######## design 1 ########
==> design_1/met3.png <==
Bar = 50 µm.
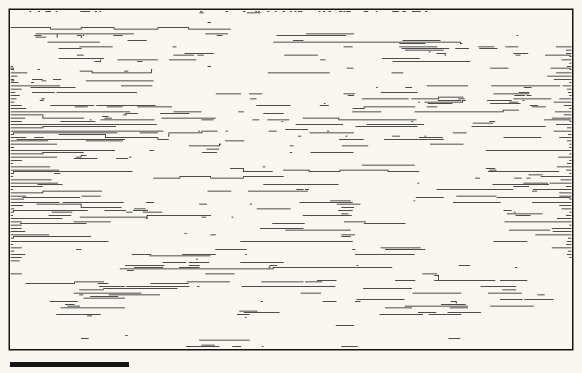

--- src/rtl/imem_refill_if.sv ---
// Bundle between the instruction-cache line-fill port and the shared memory port.
// The refill unit takes the slave view; the cache and memory side take the master view.
interface imem_refill_if #(
    parameter int LINE_BITS = 256,
    parameter int BEAT_BITS = 64,
    parameter int ADDR_W    = 64
);
    logic                 c_rd;
    logic [ADDR_W-1:0]    c_addr;
    logic [LINE_BITS-1:0] c_data;
    logic                 c_dv;
    logic                 c_err;
    logic                 m_req;
    logic [ADDR_W-1:0]    m_addr;
    logic                 m_gnt;
    logic [BEAT_BITS-1:0] m_rdata;
    logic                 m_rvalid;
    logic                 m_err;

    modport master (
        output c_rd, c_addr, m_gnt, m_rdata, m_rvalid, m_err,
        input  c_data, c_dv, c_err, m_req, m_addr
    );

    modport slave (
        input  c_rd, c_addr, m_gnt, m_rdata, m_rvalid, m_err,
        output c_data, c_dv, c_err, m_req, m_addr
    );
endinterface

--- src/rtl/imem_refill.sv ---
// Instruction-cache line refill: fetches a line as ascending beats over a pipelined
// memory bus and presents it with a one-cycle c_dv (or c_err on a bus error).
//
// state   | meaning
// --------+---------------------------------------------------------------
// S_IDLE  | waiting for c_rd; latches the line base on accept
// S_FILL  | issuing beat requests and collecting responses
// S_DRAIN | fill abandoned (stale or error); swallowing outstanding beats
// S_DONE  | one cycle; pulses c_err, c_dv, or nothing for a stale fill
module imem_refill #(
    parameter int LINE_BITS = 256,
    parameter int BEAT_BITS = 64,
    parameter int ADDR_W    = 64,
    parameter int MAX_OUT   = 4
) (
    input  logic         clk,
    input  logic         rst_n,
    imem_refill_if.slave bus
);
    localparam int BEATS = LINE_BITS / BEAT_BITS;
    localparam int OFFS  = $clog2(LINE_BITS / 8);
    localparam int BSH   = $clog2(BEAT_BITS / 8);
    localparam int CW    = $clog2(BEATS + 1);
    localparam int IW    = (BEATS > 1) ? $clog2(BEATS) : 1;
    localparam int TW    = ADDR_W - OFFS;

    typedef enum logic [1:0] {
        S_IDLE,
        S_FILL,
        S_DRAIN,
        S_DONE
    } state_e;

    state_e               state_q, state_d;
    logic [CW-1:0]        issued_q, issued_d;
    logic [CW-1:0]        received_q, received_d;
    logic [TW-1:0]        line_q, line_d;
    logic [LINE_BITS-1:0] data_q, data_d;
    logic                 err_q, err_d;
    logic                 stale_q, stale_d;

    logic [CW-1:0]        out_now;
    logic [CW-1:0]        out_nxt;
    logic                 issue;
    logic                 rx;
    logic                 stale_now;
    logic [IW-1:0]        rx_idx;
    logic                 unused_addr_lo;

    assign unused_addr_lo = ^bus.c_addr[OFFS-1:0];
    assign out_now        = issued_q - received_q;
    assign rx_idx         = received_q[IW-1:0];

    // Issue is gated by registered flags only, so a stale/error event stops
    // requests from the following cycle and no input reaches m_req combinationally.
    assign bus.m_req  = (state_q == S_FILL) && !err_q && !stale_q &&
                        (issued_q < CW'(BEATS)) && (out_now < CW'(MAX_OUT));
    assign bus.m_addr = {line_q, {OFFS{1'b0}}} + (ADDR_W'(issued_q) << BSH);
    assign bus.c_data = data_q;
    assign bus.c_dv   = (state_q == S_DONE) && !err_q && !stale_q;
    assign bus.c_err  = (state_q == S_DONE) && err_q;

    always_comb begin
        state_d    = state_q;
        issued_d   = issued_q;
        received_d = received_q;
        line_d     = line_q;
        data_d     = data_q;
        err_d      = err_q;
        stale_d    = stale_q;
        issue      = bus.m_req && bus.m_gnt;
        rx         = bus.m_rvalid && (out_now != '0);
        stale_now  = !bus.c_rd || (bus.c_addr[ADDR_W-1:OFFS] != line_q);
        out_nxt    = out_now;

        unique case (state_q)
            S_IDLE: begin
                if (bus.c_rd) begin
                    line_d     = bus.c_addr[ADDR_W-1:OFFS];
                    issued_d   = '0;
                    received_d = '0;
                    err_d      = 1'b0;
                    stale_d    = 1'b0;
                    state_d    = S_FILL;
                end
            end
            S_FILL: begin
                if (issue) begin
                    issued_d = issued_q + 1'b1;
                end
                if (rx) begin
                    data_d[rx_idx*BEAT_BITS +: BEAT_BITS] = bus.m_rdata;
                    received_d = received_q + 1'b1;
                    if (bus.m_err) begin
                        err_d = 1'b1;
                    end
                end
                if (stale_now) begin
                    stale_d = 1'b1;
                end
                out_nxt = issued_d - received_d;
                if (received_d == CW'(BEATS)) begin
                    state_d = S_DONE;
                end else if (err_d || stale_d) begin
                    state_d = (out_nxt == '0) ? S_DONE : S_DRAIN;
                end
            end
            S_DRAIN: begin
                if (rx) begin
                    received_d = received_q + 1'b1;
                end
                out_nxt = issued_q - received_d;
                if (out_nxt == '0) begin
                    state_d = S_DONE;
                end
            end
            S_DONE: begin
                state_d = S_IDLE;
            end
            default: begin
                state_d = S_IDLE;
            end
        endcase
    end

    always_ff @(posedge clk) begin
        if (!rst_n) begin
            state_q    <= S_IDLE;
            issued_q   <= '0;
            received_q <= '0;
            line_q     <= '0;
            data_q     <= '0;
            err_q      <= 1'b0;
            stale_q    <= 1'b0;
        end else begin
            state_q    <= state_d;
            issued_q   <= issued_d;
            received_q <= received_d;
            line_q     <= line_d;
            data_q     <= data_d;
            err_q      <= err_d;
            stale_q    <= stale_d;
        end
    end
endmodule
--- src/flat_wrapper.sv ---
// flat-port wrapper written by rule: the top's interface ports become plain ports
module imem_refill_flat 
#(
    parameter int LINE_BITS = 256,
    parameter int BEAT_BITS = 64,
    parameter int ADDR_W    = 64,
    parameter int MAX_OUT   = 4
)
  (clk, rst_n, bus_c_rd, bus_c_addr, bus_m_gnt, bus_m_rdata, bus_m_rvalid, bus_m_err, bus_c_data, bus_c_dv, bus_c_err, bus_m_req, bus_m_addr);
  imem_refill_if #(.LINE_BITS(LINE_BITS), .BEAT_BITS(BEAT_BITS), .ADDR_W(ADDR_W)) bus_i ();
  input  logic clk;
  input  logic rst_n;
  input wire logic [$bits(bus_i.c_rd)-1:0] bus_c_rd;
  input wire logic [$bits(bus_i.c_addr)-1:0] bus_c_addr;
  input wire logic [$bits(bus_i.m_gnt)-1:0] bus_m_gnt;
  input wire logic [$bits(bus_i.m_rdata)-1:0] bus_m_rdata;
  input wire logic [$bits(bus_i.m_rvalid)-1:0] bus_m_rvalid;
  input wire logic [$bits(bus_i.m_err)-1:0] bus_m_err;
  output wire logic [$bits(bus_i.c_data)-1:0] bus_c_data;
  output wire logic [$bits(bus_i.c_dv)-1:0] bus_c_dv;
  output wire logic [$bits(bus_i.c_err)-1:0] bus_c_err;
  output wire logic [$bits(bus_i.m_req)-1:0] bus_m_req;
  output wire logic [$bits(bus_i.m_addr)-1:0] bus_m_addr;
  assign bus_i.c_rd = bus_c_rd;
  assign bus_i.c_addr = bus_c_addr;
  assign bus_i.m_gnt = bus_m_gnt;
  assign bus_i.m_rdata = bus_m_rdata;
  assign bus_i.m_rvalid = bus_m_rvalid;
  assign bus_i.m_err = bus_m_err;
  assign bus_c_data = bus_i.c_data;
  assign bus_c_dv = bus_i.c_dv;
  assign bus_c_err = bus_i.c_err;
  assign bus_m_req = bus_i.m_req;
  assign bus_m_addr = bus_i.m_addr;
  imem_refill #(.LINE_BITS(LINE_BITS), .BEAT_BITS(BEAT_BITS), .ADDR_W(ADDR_W), .MAX_OUT(MAX_OUT)) u_core (.clk(clk), .rst_n(rst_n), .bus(bus_i));
endmodule
--- config.mk ---
export PLATFORM = sky130hd
export DESIGN_NAME = imem_refill_flat
export DESIGN_NICKNAME = d
export VERILOG_FILES = /design/src/rtl/imem_refill_if.sv /design/src/rtl/imem_refill.sv /design/src/flat_wrapper.sv
export SDC_FILE = /design/constraint.sdc
export NUM_CORES = 1
export LEC_CHECK = 0
export ABC_AREA = 1
export CAP_MARGIN = 20
export CORE_ASPECT_RATIO = 0.6
export CORE_UTILIZATION = 48
export CTS_CLUSTER_DIAMETER = 40
export DETAILED_ROUTE_END_ITERATION = 12
export PLACE_DENSITY = 0.79
export SLEW_MARGIN = 30
export SYNTH_ARGS = -nofsm -noshare
export SYNTH_HDL_FRONTEND = slang
export SYNTH_SLANG_ARGS = --single-unit
export TNS_END_PERCENT = 1
--- constraint.sdc ---
create_clock -name clk -period 3.4 [get_ports clk]
set_input_delay 0.68 -clock clk [delete_from_list [all_inputs] [get_ports clk]]
set_output_delay 0.68 -clock clk [all_outputs]
set_load 0.1 [all_outputs]
######## design 2 ########
===== src/rtl/vga_timing_ctrl_if.sv =====
// Pixel address/data loop between the raster timing generator (master) and the picture mux (slave).
// Handshake: pos_valid qualifies pos_x/pos_y in the same cycle. There is no ready; the mux returns pos_data
// exactly PIX_LATENCY clocks later on every cycle, and the generator ignores it wherever pos_valid was low.
interface vga_timing_ctrl_if;
    logic [9:0]  pos_x;
    logic [9:0]  pos_y;
    logic        pos_valid;
    logic [23:0] pos_data;

    modport master (output pos_x, pos_y, pos_valid, input pos_data);
    modport slave  (input pos_x, pos_y, pos_valid, output pos_data);
endinterface


===== src/rtl/vga_timing_ctrl.sv =====
// Raster timing generator and pixel output stage: sweeps h/v counters, addresses the picture mux and
// drives sync, data-enable and RGB to the pins with colour and sync delayed by the same depth.
module vga_timing_ctrl #(
    parameter int H_ACTIVE    = 640,
    parameter int H_FRONT     = 16,
    parameter int H_SYNC      = 96,
    parameter int H_BACK      = 48,
    parameter int V_ACTIVE    = 480,
    parameter int V_FRONT     = 10,
    parameter int V_SYNC      = 2,
    parameter int V_BACK      = 33,
    parameter bit SYNC_POL    = 1'b0,
    parameter int PIX_LATENCY = 1
) (
    input  logic              vga_clk,
    input  logic              rst,
    input  logic              test_en,
    vga_timing_ctrl_if.master pix,
    output logic              vga_hs,
    output logic              vga_vs,
    output logic              vga_de,
    output logic [23:0]       vga_rgb,
    output logic              frame_end,
    output logic [7:0]        frame_cnt
);
    localparam int H_TOTAL = H_SYNC + H_BACK + H_ACTIVE + H_FRONT;
    localparam int V_TOTAL = V_SYNC + V_BACK + V_ACTIVE + V_FRONT;
    localparam int HA0     = H_SYNC + H_BACK;
    localparam int VA0     = V_SYNC + V_BACK;
    localparam int D       = PIX_LATENCY + 1;

    logic [9:0]   h_cnt;
    logic [9:0]   v_cnt;
    logic         h_last;
    logic         v_last;
    logic         hs_raw;
    logic         vs_raw;
    logic         de_raw;
    logic [D-1:0] hs_pipe;
    logic [D-1:0] vs_pipe;
    logic [D-1:0] de_pipe;
    logic [2:0]   bar_pipe [PIX_LATENCY];
    logic [23:0]  bar_colour;
    logic [23:0]  colour;

    always_ff @(posedge vga_clk) begin
        if (rst) begin
            h_cnt <= '0;
            v_cnt <= '0;
        end else if (h_last) begin
            h_cnt <= '0;
            v_cnt <= v_last ? '0 : v_cnt + 10'd1;
        end else begin
            h_cnt <= h_cnt + 10'd1;
        end
    end

    // Decode is gated by rst so the mux sees no visible address while reset is held mid-line.
    always_comb begin
        h_last        = (int'(h_cnt) == H_TOTAL - 1);
        v_last        = (int'(v_cnt) == V_TOTAL - 1);
        hs_raw        = (int'(h_cnt) < H_SYNC);
        vs_raw        = (int'(v_cnt) < V_SYNC);
        de_raw        = !rst
                        && (int'(h_cnt) >= HA0) && (int'(h_cnt) < HA0 + H_ACTIVE)
                        && (int'(v_cnt) >= VA0) && (int'(v_cnt) < VA0 + V_ACTIVE);
        pix.pos_valid = de_raw;
        pix.pos_x     = de_raw ? h_cnt - 10'(HA0) : '0;
        pix.pos_y     = de_raw ? v_cnt - 10'(VA0) : '0;
        frame_end     = !rst && h_last && v_last;
    end

    always_comb begin
        bar_colour = 24'h000000;
        case (bar_pipe[PIX_LATENCY-1])
            3'd0:    bar_colour = 24'hFFFFFF;
            3'd1:    bar_colour = 24'hFFFF00;
            3'd2:    bar_colour = 24'h00FFFF;
            3'd3:    bar_colour = 24'h00FF00;
            3'd4:    bar_colour = 24'hFF00FF;
            3'd5:    bar_colour = 24'hFF0000;
            3'd6:    bar_colour = 24'h0000FF;
            default: bar_colour = 24'h000000;
        endcase
        colour = test_en ? bar_colour : pix.pos_data;
    end

    // Sync/DE travel D stages; RGB is registered one stage after pos_data lands, so both meet at the pins.
    always_ff @(posedge vga_clk) begin
        if (rst) begin
            hs_pipe   <= '0;
            vs_pipe   <= '0;
            de_pipe   <= '0;
            vga_rgb   <= '0;
            frame_cnt <= '0;
            for (int i = 0; i < PIX_LATENCY; i++) bar_pipe[i] <= '0;
        end else begin
            hs_pipe     <= {hs_pipe[D-2:0], hs_raw};
            vs_pipe     <= {vs_pipe[D-2:0], vs_raw};
            de_pipe     <= {de_pipe[D-2:0], de_raw};
            bar_pipe[0] <= pix.pos_x[9:7];
            for (int i = 1; i < PIX_LATENCY; i++) bar_pipe[i] <= bar_pipe[i-1];
            vga_rgb     <= de_pipe[D-2] ? colour : 24'h0;
            if (frame_end) frame_cnt <= frame_cnt + 8'd1;
        end
    end

    assign vga_hs = hs_pipe[D-1] ^ ~SYNC_POL;
    assign vga_vs = vs_pipe[D-1] ^ ~SYNC_POL;
    assign vga_de = de_pipe[D-1];
endmodule


===== src/flat_wrapper.sv =====
// flat-port wrapper written by rule: the top's interface ports become plain ports
module vga_timing_ctrl_flat 
#(
    parameter int H_ACTIVE    = 640,
    parameter int H_FRONT     = 16,
    parameter int H_SYNC      = 96,
    parameter int H_BACK      = 48,
    parameter int V_ACTIVE    = 480,
    parameter int V_FRONT     = 10,
    parameter int V_SYNC      = 2,
    parameter int V_BACK      = 33,
    parameter bit SYNC_POL    = 1'b0,
    parameter int PIX_LATENCY = 1
)
  (vga_clk, rst, test_en, vga_hs, vga_vs, vga_de, vga_rgb, frame_end, frame_cnt, pix_pos_x, pix_pos_y, pix_pos_valid, pix_pos_data);
  vga_timing_ctrl_if pix_i ();
  input  logic vga_clk;
  input  logic rst;
  input  logic test_en;
  output logic vga_hs;
  output logic vga_vs;
  output logic vga_de;
  output logic [23:0] vga_rgb;
  output logic frame_end;
  output logic [7:0] frame_cnt;
  output wire logic [$bits(pix_i.pos_x)-1:0] pix_pos_x;
  output wire logic [$bits(pix_i.pos_y)-1:0] pix_pos_y;
  output wire logic [$bits(pix_i.pos_valid)-1:0] pix_pos_valid;
  input wire logic [$bits(pix_i.pos_data)-1:0] pix_pos_data;
  assign pix_pos_x = pix_i.pos_x;
  assign pix_pos_y = pix_i.pos_y;
  assign pix_pos_valid = pix_i.pos_valid;
  assign pix_i.pos_data = pix_pos_data;
  vga_timing_ctrl #(.H_ACTIVE(H_ACTIVE), .H_FRONT(H_FRONT), .H_SYNC(H_SYNC), .H_BACK(H_BACK), .V_ACTIVE(V_ACTIVE), .V_FRONT(V_FRONT), .V_SYNC(V_SYNC), .V_BACK(V_BACK), .SYNC_POL(SYNC_POL), .PIX_LATENCY(PIX_LATENCY)) u_core (.vga_clk(vga_clk), .rst(rst), .test_en(test_en), .pix(pix_i), .vga_hs(vga_hs), .vga_vs(vga_vs), .vga_de(vga_de), .vga_rgb(vga_rgb), .frame_end(frame_end), .frame_cnt(frame_cnt));
endmodule

===== config.mk =====
export PLATFORM = sky130hd
export DESIGN_NAME = vga_timing_ctrl_flat
export DESIGN_NICKNAME = d
export VERILOG_FILES = /design/src/rtl/vga_timing_ctrl_if.sv /design/src/rtl/vga_timing_ctrl.sv /design/src/flat_wrapper.sv
export SDC_FILE = /design/constraint.sdc
export NUM_CORES = 1
export LEC_CHECK = 0
export ABC_AREA = 0
export CAP_MARGIN = 30
export CORE_UTILIZATION = 47
export CTS_CLUSTER_DIAMETER = 60
export DETAILED_ROUTE_END_ITERATION = 10
export PLACE_DENSITY = 0.81
export SLEW_MARGIN = 40
export SYNTH_ARGS = -nofsm -noshare
export SYNTH_HDL_FRONTEND = slang
export SYNTH_SLANG_ARGS = --single-unit

===== constraint.sdc =====
create_clock -name vga_clk -period 3.3 [get_ports vga_clk]
set_input_delay 0.99 -clock vga_clk [delete_from_list [all_inputs] [get_ports vga_clk]]
set_output_delay 0.99 -clock vga_clk [all_outputs]
set_load 0.05 [all_outputs]

######## design 3 ########
[src/rtl/context_switch_ctrl.sv]
// Round-robin context-switch sequencer: owns the process table (valid + saved PC per slot),
// allocates slots for the loader and halts/drains/saves/loads the CPU on each switch.
module context_switch_ctrl #(
  parameter  int MAX_PROC = 8,
  parameter  int QUANTUM  = 20,
  parameter  int PC_W     = 32,
  localparam int ID_W     = $clog2(MAX_PROC)
) (
  input  logic            clock,
  input  logic            reset,
  input  logic            enable,
  input  logic            create_req,
  input  logic [PC_W-1:0] create_pc,
  output logic            create_ack,
  output logic [ID_W-1:0] create_id,
  output logic            create_err,
  input  logic            exit_req,
  input  logic [PC_W-1:0] pc_in,
  input  logic            cpu_idle,
  output logic            cpu_halt,
  output logic            pc_load,
  output logic [PC_W-1:0] pc_out,
  output logic [ID_W-1:0] current_id,
  output logic            current_valid
);

  localparam int              CNT_W    = $clog2(QUANTUM);
  localparam logic [CNT_W-1:0] CNT_LAST = CNT_W'(QUANTUM - 1);

  typedef enum logic [2:0] {IDLE, RUN, DRAIN, SAVE, SELECT, LOAD} state_t;

  state_t              state, state_next;
  logic [MAX_PROC-1:0] valid;
  logic [PC_W-1:0]     pc_mem [MAX_PROC];
  logic [CNT_W-1:0]    counter;
  logic                exiting;

  logic                alloc_found;
  logic [ID_W-1:0]     alloc_id;
  logic                sel_found;
  logic [ID_W-1:0]     sel_id, sel_base, sel_idx;
  logic [MAX_PROC-1:0] cur_onehot;
  logic                others_valid;
  logic                quantum_expired;
  logic                do_alloc;

  // Lowest-index free slot; the descending loop lets the lowest hit win.
  // NOTE: every combinational output gets a default before any branch, so no latch is inferred.
  always_comb begin
    alloc_found = 1'b0;
    alloc_id    = '0;
    for (int i = MAX_PROC - 1; i >= 0; i--) begin
      if (!valid[i]) begin
        alloc_found = 1'b1;
        alloc_id    = ID_W'(i);
      end
    end
  end

  // Round-robin search from current_id+1, wrapping, current_id last. With no process
  // running (coming from IDLE) the search starts at slot 0.
  always_comb begin
    sel_found = 1'b0;
    sel_id    = '0;
    sel_idx   = '0;
    sel_base  = current_valid ? current_id + ID_W'(1) : '0;
    for (int k = 0; k < MAX_PROC; k++) begin
      sel_idx = sel_base + ID_W'(k);
      if (!sel_found && valid[sel_idx]) begin
        sel_found = 1'b1;
        sel_id    = sel_idx;
      end
    end
  end

  assign cur_onehot      = MAX_PROC'(1) << current_id;
  assign others_valid    = |(valid & ~cur_onehot);
  assign quantum_expired = enable && (counter == CNT_LAST);
  assign do_alloc        = create_req && alloc_found;

  // NOTE: sequential state uses non-blocking assignments so every register samples pre-edge values.
  always_ff @(posedge clock or negedge reset) begin
    if (!reset) state <= IDLE;
    else        state <= state_next;
  end

  always_comb begin
    state_next = state;
    case (state)
      IDLE:    if (|valid) state_next = SELECT;
      RUN:     if (exit_req || (quantum_expired && others_valid)) state_next = DRAIN;
      DRAIN:   if (cpu_idle) state_next = SAVE;
      SAVE:    state_next = SELECT;
      SELECT:  state_next = sel_found ? LOAD : IDLE;
      LOAD:    state_next = RUN;
      default: state_next = IDLE;
    endcase
  end

  always_comb begin
    cpu_halt = (state != RUN);
    pc_load  = (state == LOAD);
  end

  // Slice counter, exit flag and the incoming-process registers.
  always_ff @(posedge clock or negedge reset) begin
    if (!reset) begin
      counter       <= '0;
      exiting       <= 1'b0;
      current_id    <= '0;
      current_valid <= 1'b0;
      pc_out        <= '0;
    end else begin
      case (state)
        RUN: begin
          if (exit_req) begin
            counter <= '0;
            exiting <= 1'b1;
          end else if (quantum_expired) begin
            counter <= '0;
            exiting <= 1'b0;
          end else if (enable) begin
            counter <= counter + CNT_W'(1);
          end
        end
        SELECT: begin
          if (sel_found) begin
            current_id    <= sel_id;
            current_valid <= 1'b1;
            pc_out        <= pc_mem[sel_id];
            counter       <= '0;
          end else begin
            current_valid <= 1'b0;
          end
        end
        default: ;
      endcase
    end
  end

  // The allocator sees pre-clear valid bits, so an exiting slot is never handed out
  // in the same cycle it is released.
  always_ff @(posedge clock or negedge reset) begin
    if (!reset) begin
      valid <= '0;
    end else begin
      if (do_alloc) valid[alloc_id] <= 1'b1;
      if (state == SAVE && exiting) valid[current_id] <= 1'b0;
    end
  end

  always_ff @(posedge clock or negedge reset) begin
    if (!reset) begin
      create_ack <= 1'b0;
      create_err <= 1'b0;
      create_id  <= '0;
    end else begin
      create_ack <= do_alloc;
      create_err <= create_req && !alloc_found;
      if (do_alloc) create_id <= alloc_id;
    end
  end

  // NOTE: the PC table is deliberately not reset; a slot's PC is only read after a create wrote it.
  always_ff @(posedge clock) begin
    if (do_alloc) pc_mem[alloc_id] <= create_pc;
    if (state == SAVE && !exiting) pc_mem[current_id] <= pc_in;
  end

endmodule
[config.mk]
export PLATFORM = sky130hd
export DESIGN_NAME = context_switch_ctrl
export DESIGN_NICKNAME = d
export VERILOG_FILES = /design/src/rtl/context_switch_ctrl.sv
export SDC_FILE = /design/constraint.sdc
export NUM_CORES = 1
export LEC_CHECK = 0
export CORE_UTILIZATION = 30
export DETAILED_ROUTE_END_ITERATION = 12
export HOLD_SLACK_MARGIN = 0.06
export PLACE_DENSITY_LB_ADDON = 0.2
export SLEW_MARGIN = 40
export SYNTH_ARGS = -nofsm -noshare
export SYNTH_HDL_FRONTEND = slang
export SYNTH_SLANG_ARGS = --single-unit
[constraint.sdc]
create_clock -name clock -period 6.1 [get_ports clock]
set_input_delay 0.915 -clock clock [delete_from_list [all_inputs] [get_ports clock]]
set_output_delay 0.915 -clock clock [all_outputs]
set_load 0.03 [all_outputs]
==> design_2/density.png <==
8 x 8 tiles, from white (low) to dark blue (high), 0 to 100% covered.
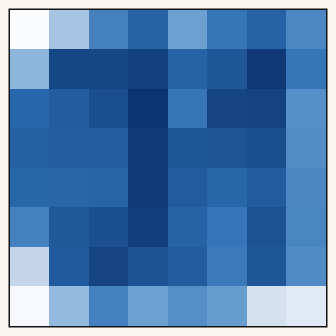
nearly empty tiles = 1.6%
fullest tile = 98%
mean over tiles = 72%
starting utilization of the core area: 0.4863
core region area: 5921 µm²
utilization after layout: 0.7992

==> impl_metrics.toml, design 2 <==
# generated from flow reports
[detailed_routing]
drt-met1-wl_mm = 3.268
dr_wl_met2_mm = 4.011
drc = 0
routed-wl-met3_um = 536

[clocking]
cts_inserted_buffers = 9
cts.hold.buffers_added = 0
post_cts_resized = 42

[logic_synthesis]
post_synth_most_frequent_cells = "61 x sky130_fd_sc_hd__dfxtp_1, 38 x sky130_fd_sc_hd__a21oi_1, 32 x sky130_fd_sc_hd__nand2b_1, 28 x sky130_fd_sc_hd__clkbuf_1"
synth_area_in_adders = 0.03477
yosys.cell_types.count = 40
synth.mux.area_fraction = 0.006953

[sta]
worstMarginPinSlew_ns = 0.6707
final-setup-viol-count = 2
postLayoutSetupSlackWorst_ns = -0.01106

[run_status]
outcome = "finished, violations left"
violations = "negative setup slack"

[power]
switchingPower_mw = 0.3348
maxPowerGroup = "registers"
p_leak_nw = 1.741

[setup_path]
critPathMostFrequentCell = "sky130_fd_sc_hd__buf_12"
regToRegEndpoint = "u_core.frame_cnt[6]"
r2r.worst_path.cells = 5
critPathLaunchType = "flip-flop"

[grt]
number_of_global_route_vias_before_repair = 2678
globalRoute.busiestLayer = "met2"
grt_antenna_before_repair = 0

[final_layout]
sequential_fraction_of_total_cell_area = 0.2602
layout.non_clock_buffers = 125
post_layout_nonfiller_instances = 523
top_register = "u_core.vga_rgb"
antennaDiodeCount = 0
n_multi_input_combinational_cell = 233
regArea_um2 = 1231

[placement]
place_hpwl_mm = 4.972
place_congestion = 0.9121

[floorplan]
die_height_um = 80.27
number_of_placement_rows = 28

[worst_hold_path]
holdPathStages = 1

[run]
tool_warnings = 33
==> design_1/cell_classes.png <==
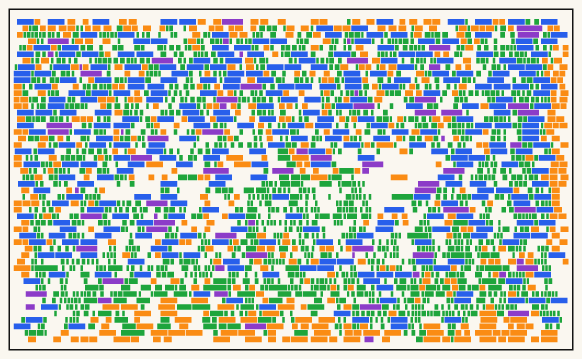
purple -> clock drivers and dummy loads  # cells 70
blue -> flip-flops  # cells 325
green -> all other logic  # cells 1,676
orange -> other buffers and delay cells  # cells 510
final standard cell area without fillers: 22,390 µm²
number of placement rows: 50
utilization after layout: 0.7058
core region area: 31,720 µm²

## Picture notes: design_1/met3.png
longest straight run = 78.4 µm
wire length on this layer = 5,230 µm
nets with wire on the layer = 329
share of all routed wire = 9.0%
main direction = horizontal
global routing met3 resource utilization: 0.06730
routed wire length: 57.84 mm

==> impl_metrics.toml, design 1 <==
# generated from flow reports
[run_status]
outcome = "finished, violations left"
violations = "negative setup slack"

[detailed_routing]
routed-wl-met3_mm = 5.226

[final_layout]
clock_cell_area_share = 0.06086
final_cell_mix = "358 x sky130_fd_sc_hd__nand2_1, 321 x sky130_fd_sc_hd__dfxtp_1, 257 x sky130_fd_sc_hd__a21oi_1"
sh_comb_area = 0.3642
n_multi_input_combinational_cell = 1479
drive_above_1_share = 0.1740
lay_top_count = "sky130_fd_sc_hd__nand2_1"
fillCellCount = 2522
areaGrowthSynthToFinish_pct = 42.12

[worst_hold_path]
min-delay-start = "u_core.bus.c_data[131]"
min_to = "u_core.bus.c_data[131]"

[grt]
use_met2 = 0.4934
grt_antenna_before_repair = 1
maximum_number_of_pins_on_one_net_before_global_route_repair = 129

[sta]
final-setup-viol-count = 20
drv_slew = 0
postLayoutSetupSlackWorst_ns = -0.1762

[logic_synthesis]
synth_area_in_adders = 0.01350
post_synth_most_frequent_cells = "364 x sky130_fd_sc_hd__nand2_1, 325 x sky130_fd_sc_hd__dfxtp_1, 257 x sky130_fd_sc_hd__a21oi_1, 202 x sky130_fd_sc_hd__nor2_1, 190 x sky130_fd_sc_hd__inv_1"
synthTopCellsByArea = "sky130_fd_sc_hd__dfxtp_1 41%, sky130_fd_sc_hd__nand2_1 8.7%, sky130_fd_sc_hd__a21oi_1 8.2%"

[floorplan]
die_width_um = 235.9
die_height_um = 142.3

[setup_path]
worst_r2r_startpoint = "u_core.received_q[1]"
worstSetupStartpoint = "u_core.issued_q[2]"
worst-path-max-fanout = 3

[clocking]
clock_tree_from_tritoncts = "done"

[power]
share_of_power_burned_in_the_clock_network = 0.336
p_clk_mw = 4.40

[placement]
placed_cells_incl_taps = 2904
==> design_3/met3.png <==
Bar = 50 µm.
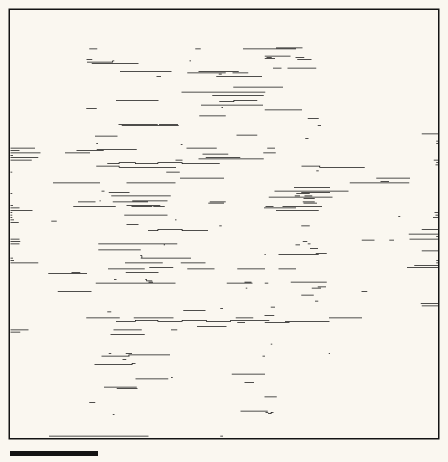
longest straight run = 56.4 µm
main direction = horizontal
number of vias in the routed layout: 13,040
routed wire length: 57.68 mm
global routing met3 resource utilization: 0.02456

==> design_3/registers.png <==
Bar = 50 µm. Other sequential cells in the stronger grey, the rest of the logic in the fainter grey.
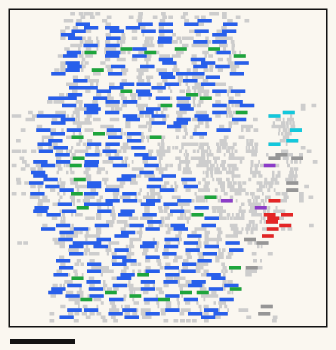
green -> pc_out  # placed flops 32
cyan -> counter  # placed flops 5
purple -> current_id  # placed flops 3
red -> valid  # placed flops 8
blue -> pc_mem  # placed flops 256
not coloured = 10
utilization after layout: 0.3587
sequential cell power: 2.84 mW
sequential fraction of total cell area: 0.4416
register cell area after layout: 9139 µm²

==> impl_metrics.toml, design 3 <==
# generated from flow reports
[run_status]
outcome = "completed"

[setup_path]
r2r.worst_path.cells = 16
worst-endpoint-arrival_ns = 5.73
path_depth = 16
required_worst_endpoint_ns = 6.59
worstSetupStartpoint = "current_id[1]"

[final_layout]
final_cell_mix = "259 x sky130_fd_sc_hd__mux2_2, 256 x sky130_fd_sc_hd__edfxtp_1, 112 x sky130_fd_sc_hd__o21ai_0"
nonClkBufAreaFrac = 0.07297
nNonClkInverters = 16
fillCellCount = 5722

[grt]
gr_util_met1 = 0.2608
grt.total_usage = 0.1897
globalRoute.busiestLayer = "met2"

[logic_synthesis]
main_kind_of_combinational_logic_by_area = "multiplexers"
synth.mux.area_fraction = 0.1745
yosys_cell_count = 1452
yosys.cell_types.count = 78
synthXorXnorAreaFrac = 0.003432
synth_area_in_adders = 0.006435

[power]
powerComb_mw = 6.39
p_clk_mw = 2.17
swShare = 0.4624
power_mw = 11.39
max_rail_drop_vdd_mv = 0.5513

[sta]
final_min_period_over_clock_period = 0.8597
max_freq_ghz = 0.1907
postLayoutSetupSlackWorst_ns = 0.8558
final-setup-viol-count = 0

[detailed_routing]
route.detailed.wl_per_inst_um = 24.91
dr_wl_met2_mm = 27.16

[clocking]
clock_pin_transition_on_the_worst_setup_and_hold_timing_paths_ns = 0.06

[worst_hold_path]
hold_class = "input pin to asynchronous set/reset pin"


==> layout pictures side by side <==
Cell outlines without signal wires.
Plate I
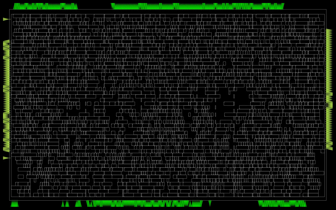
Plate II
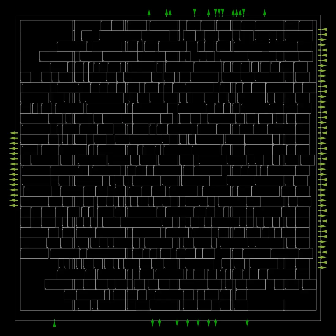
Plate III
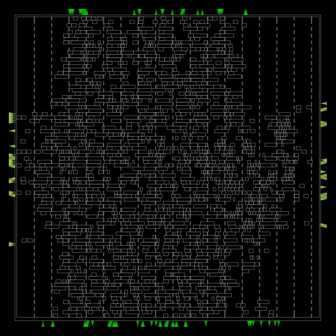
Of these, fewest cells: Plate II
Of these, fewest sequential cells: Plate II
design 3 -> Plate III
design 2 -> Plate II
design 1 -> Plate I

No activity file was given, so power comes from the tool's default toggle rates.
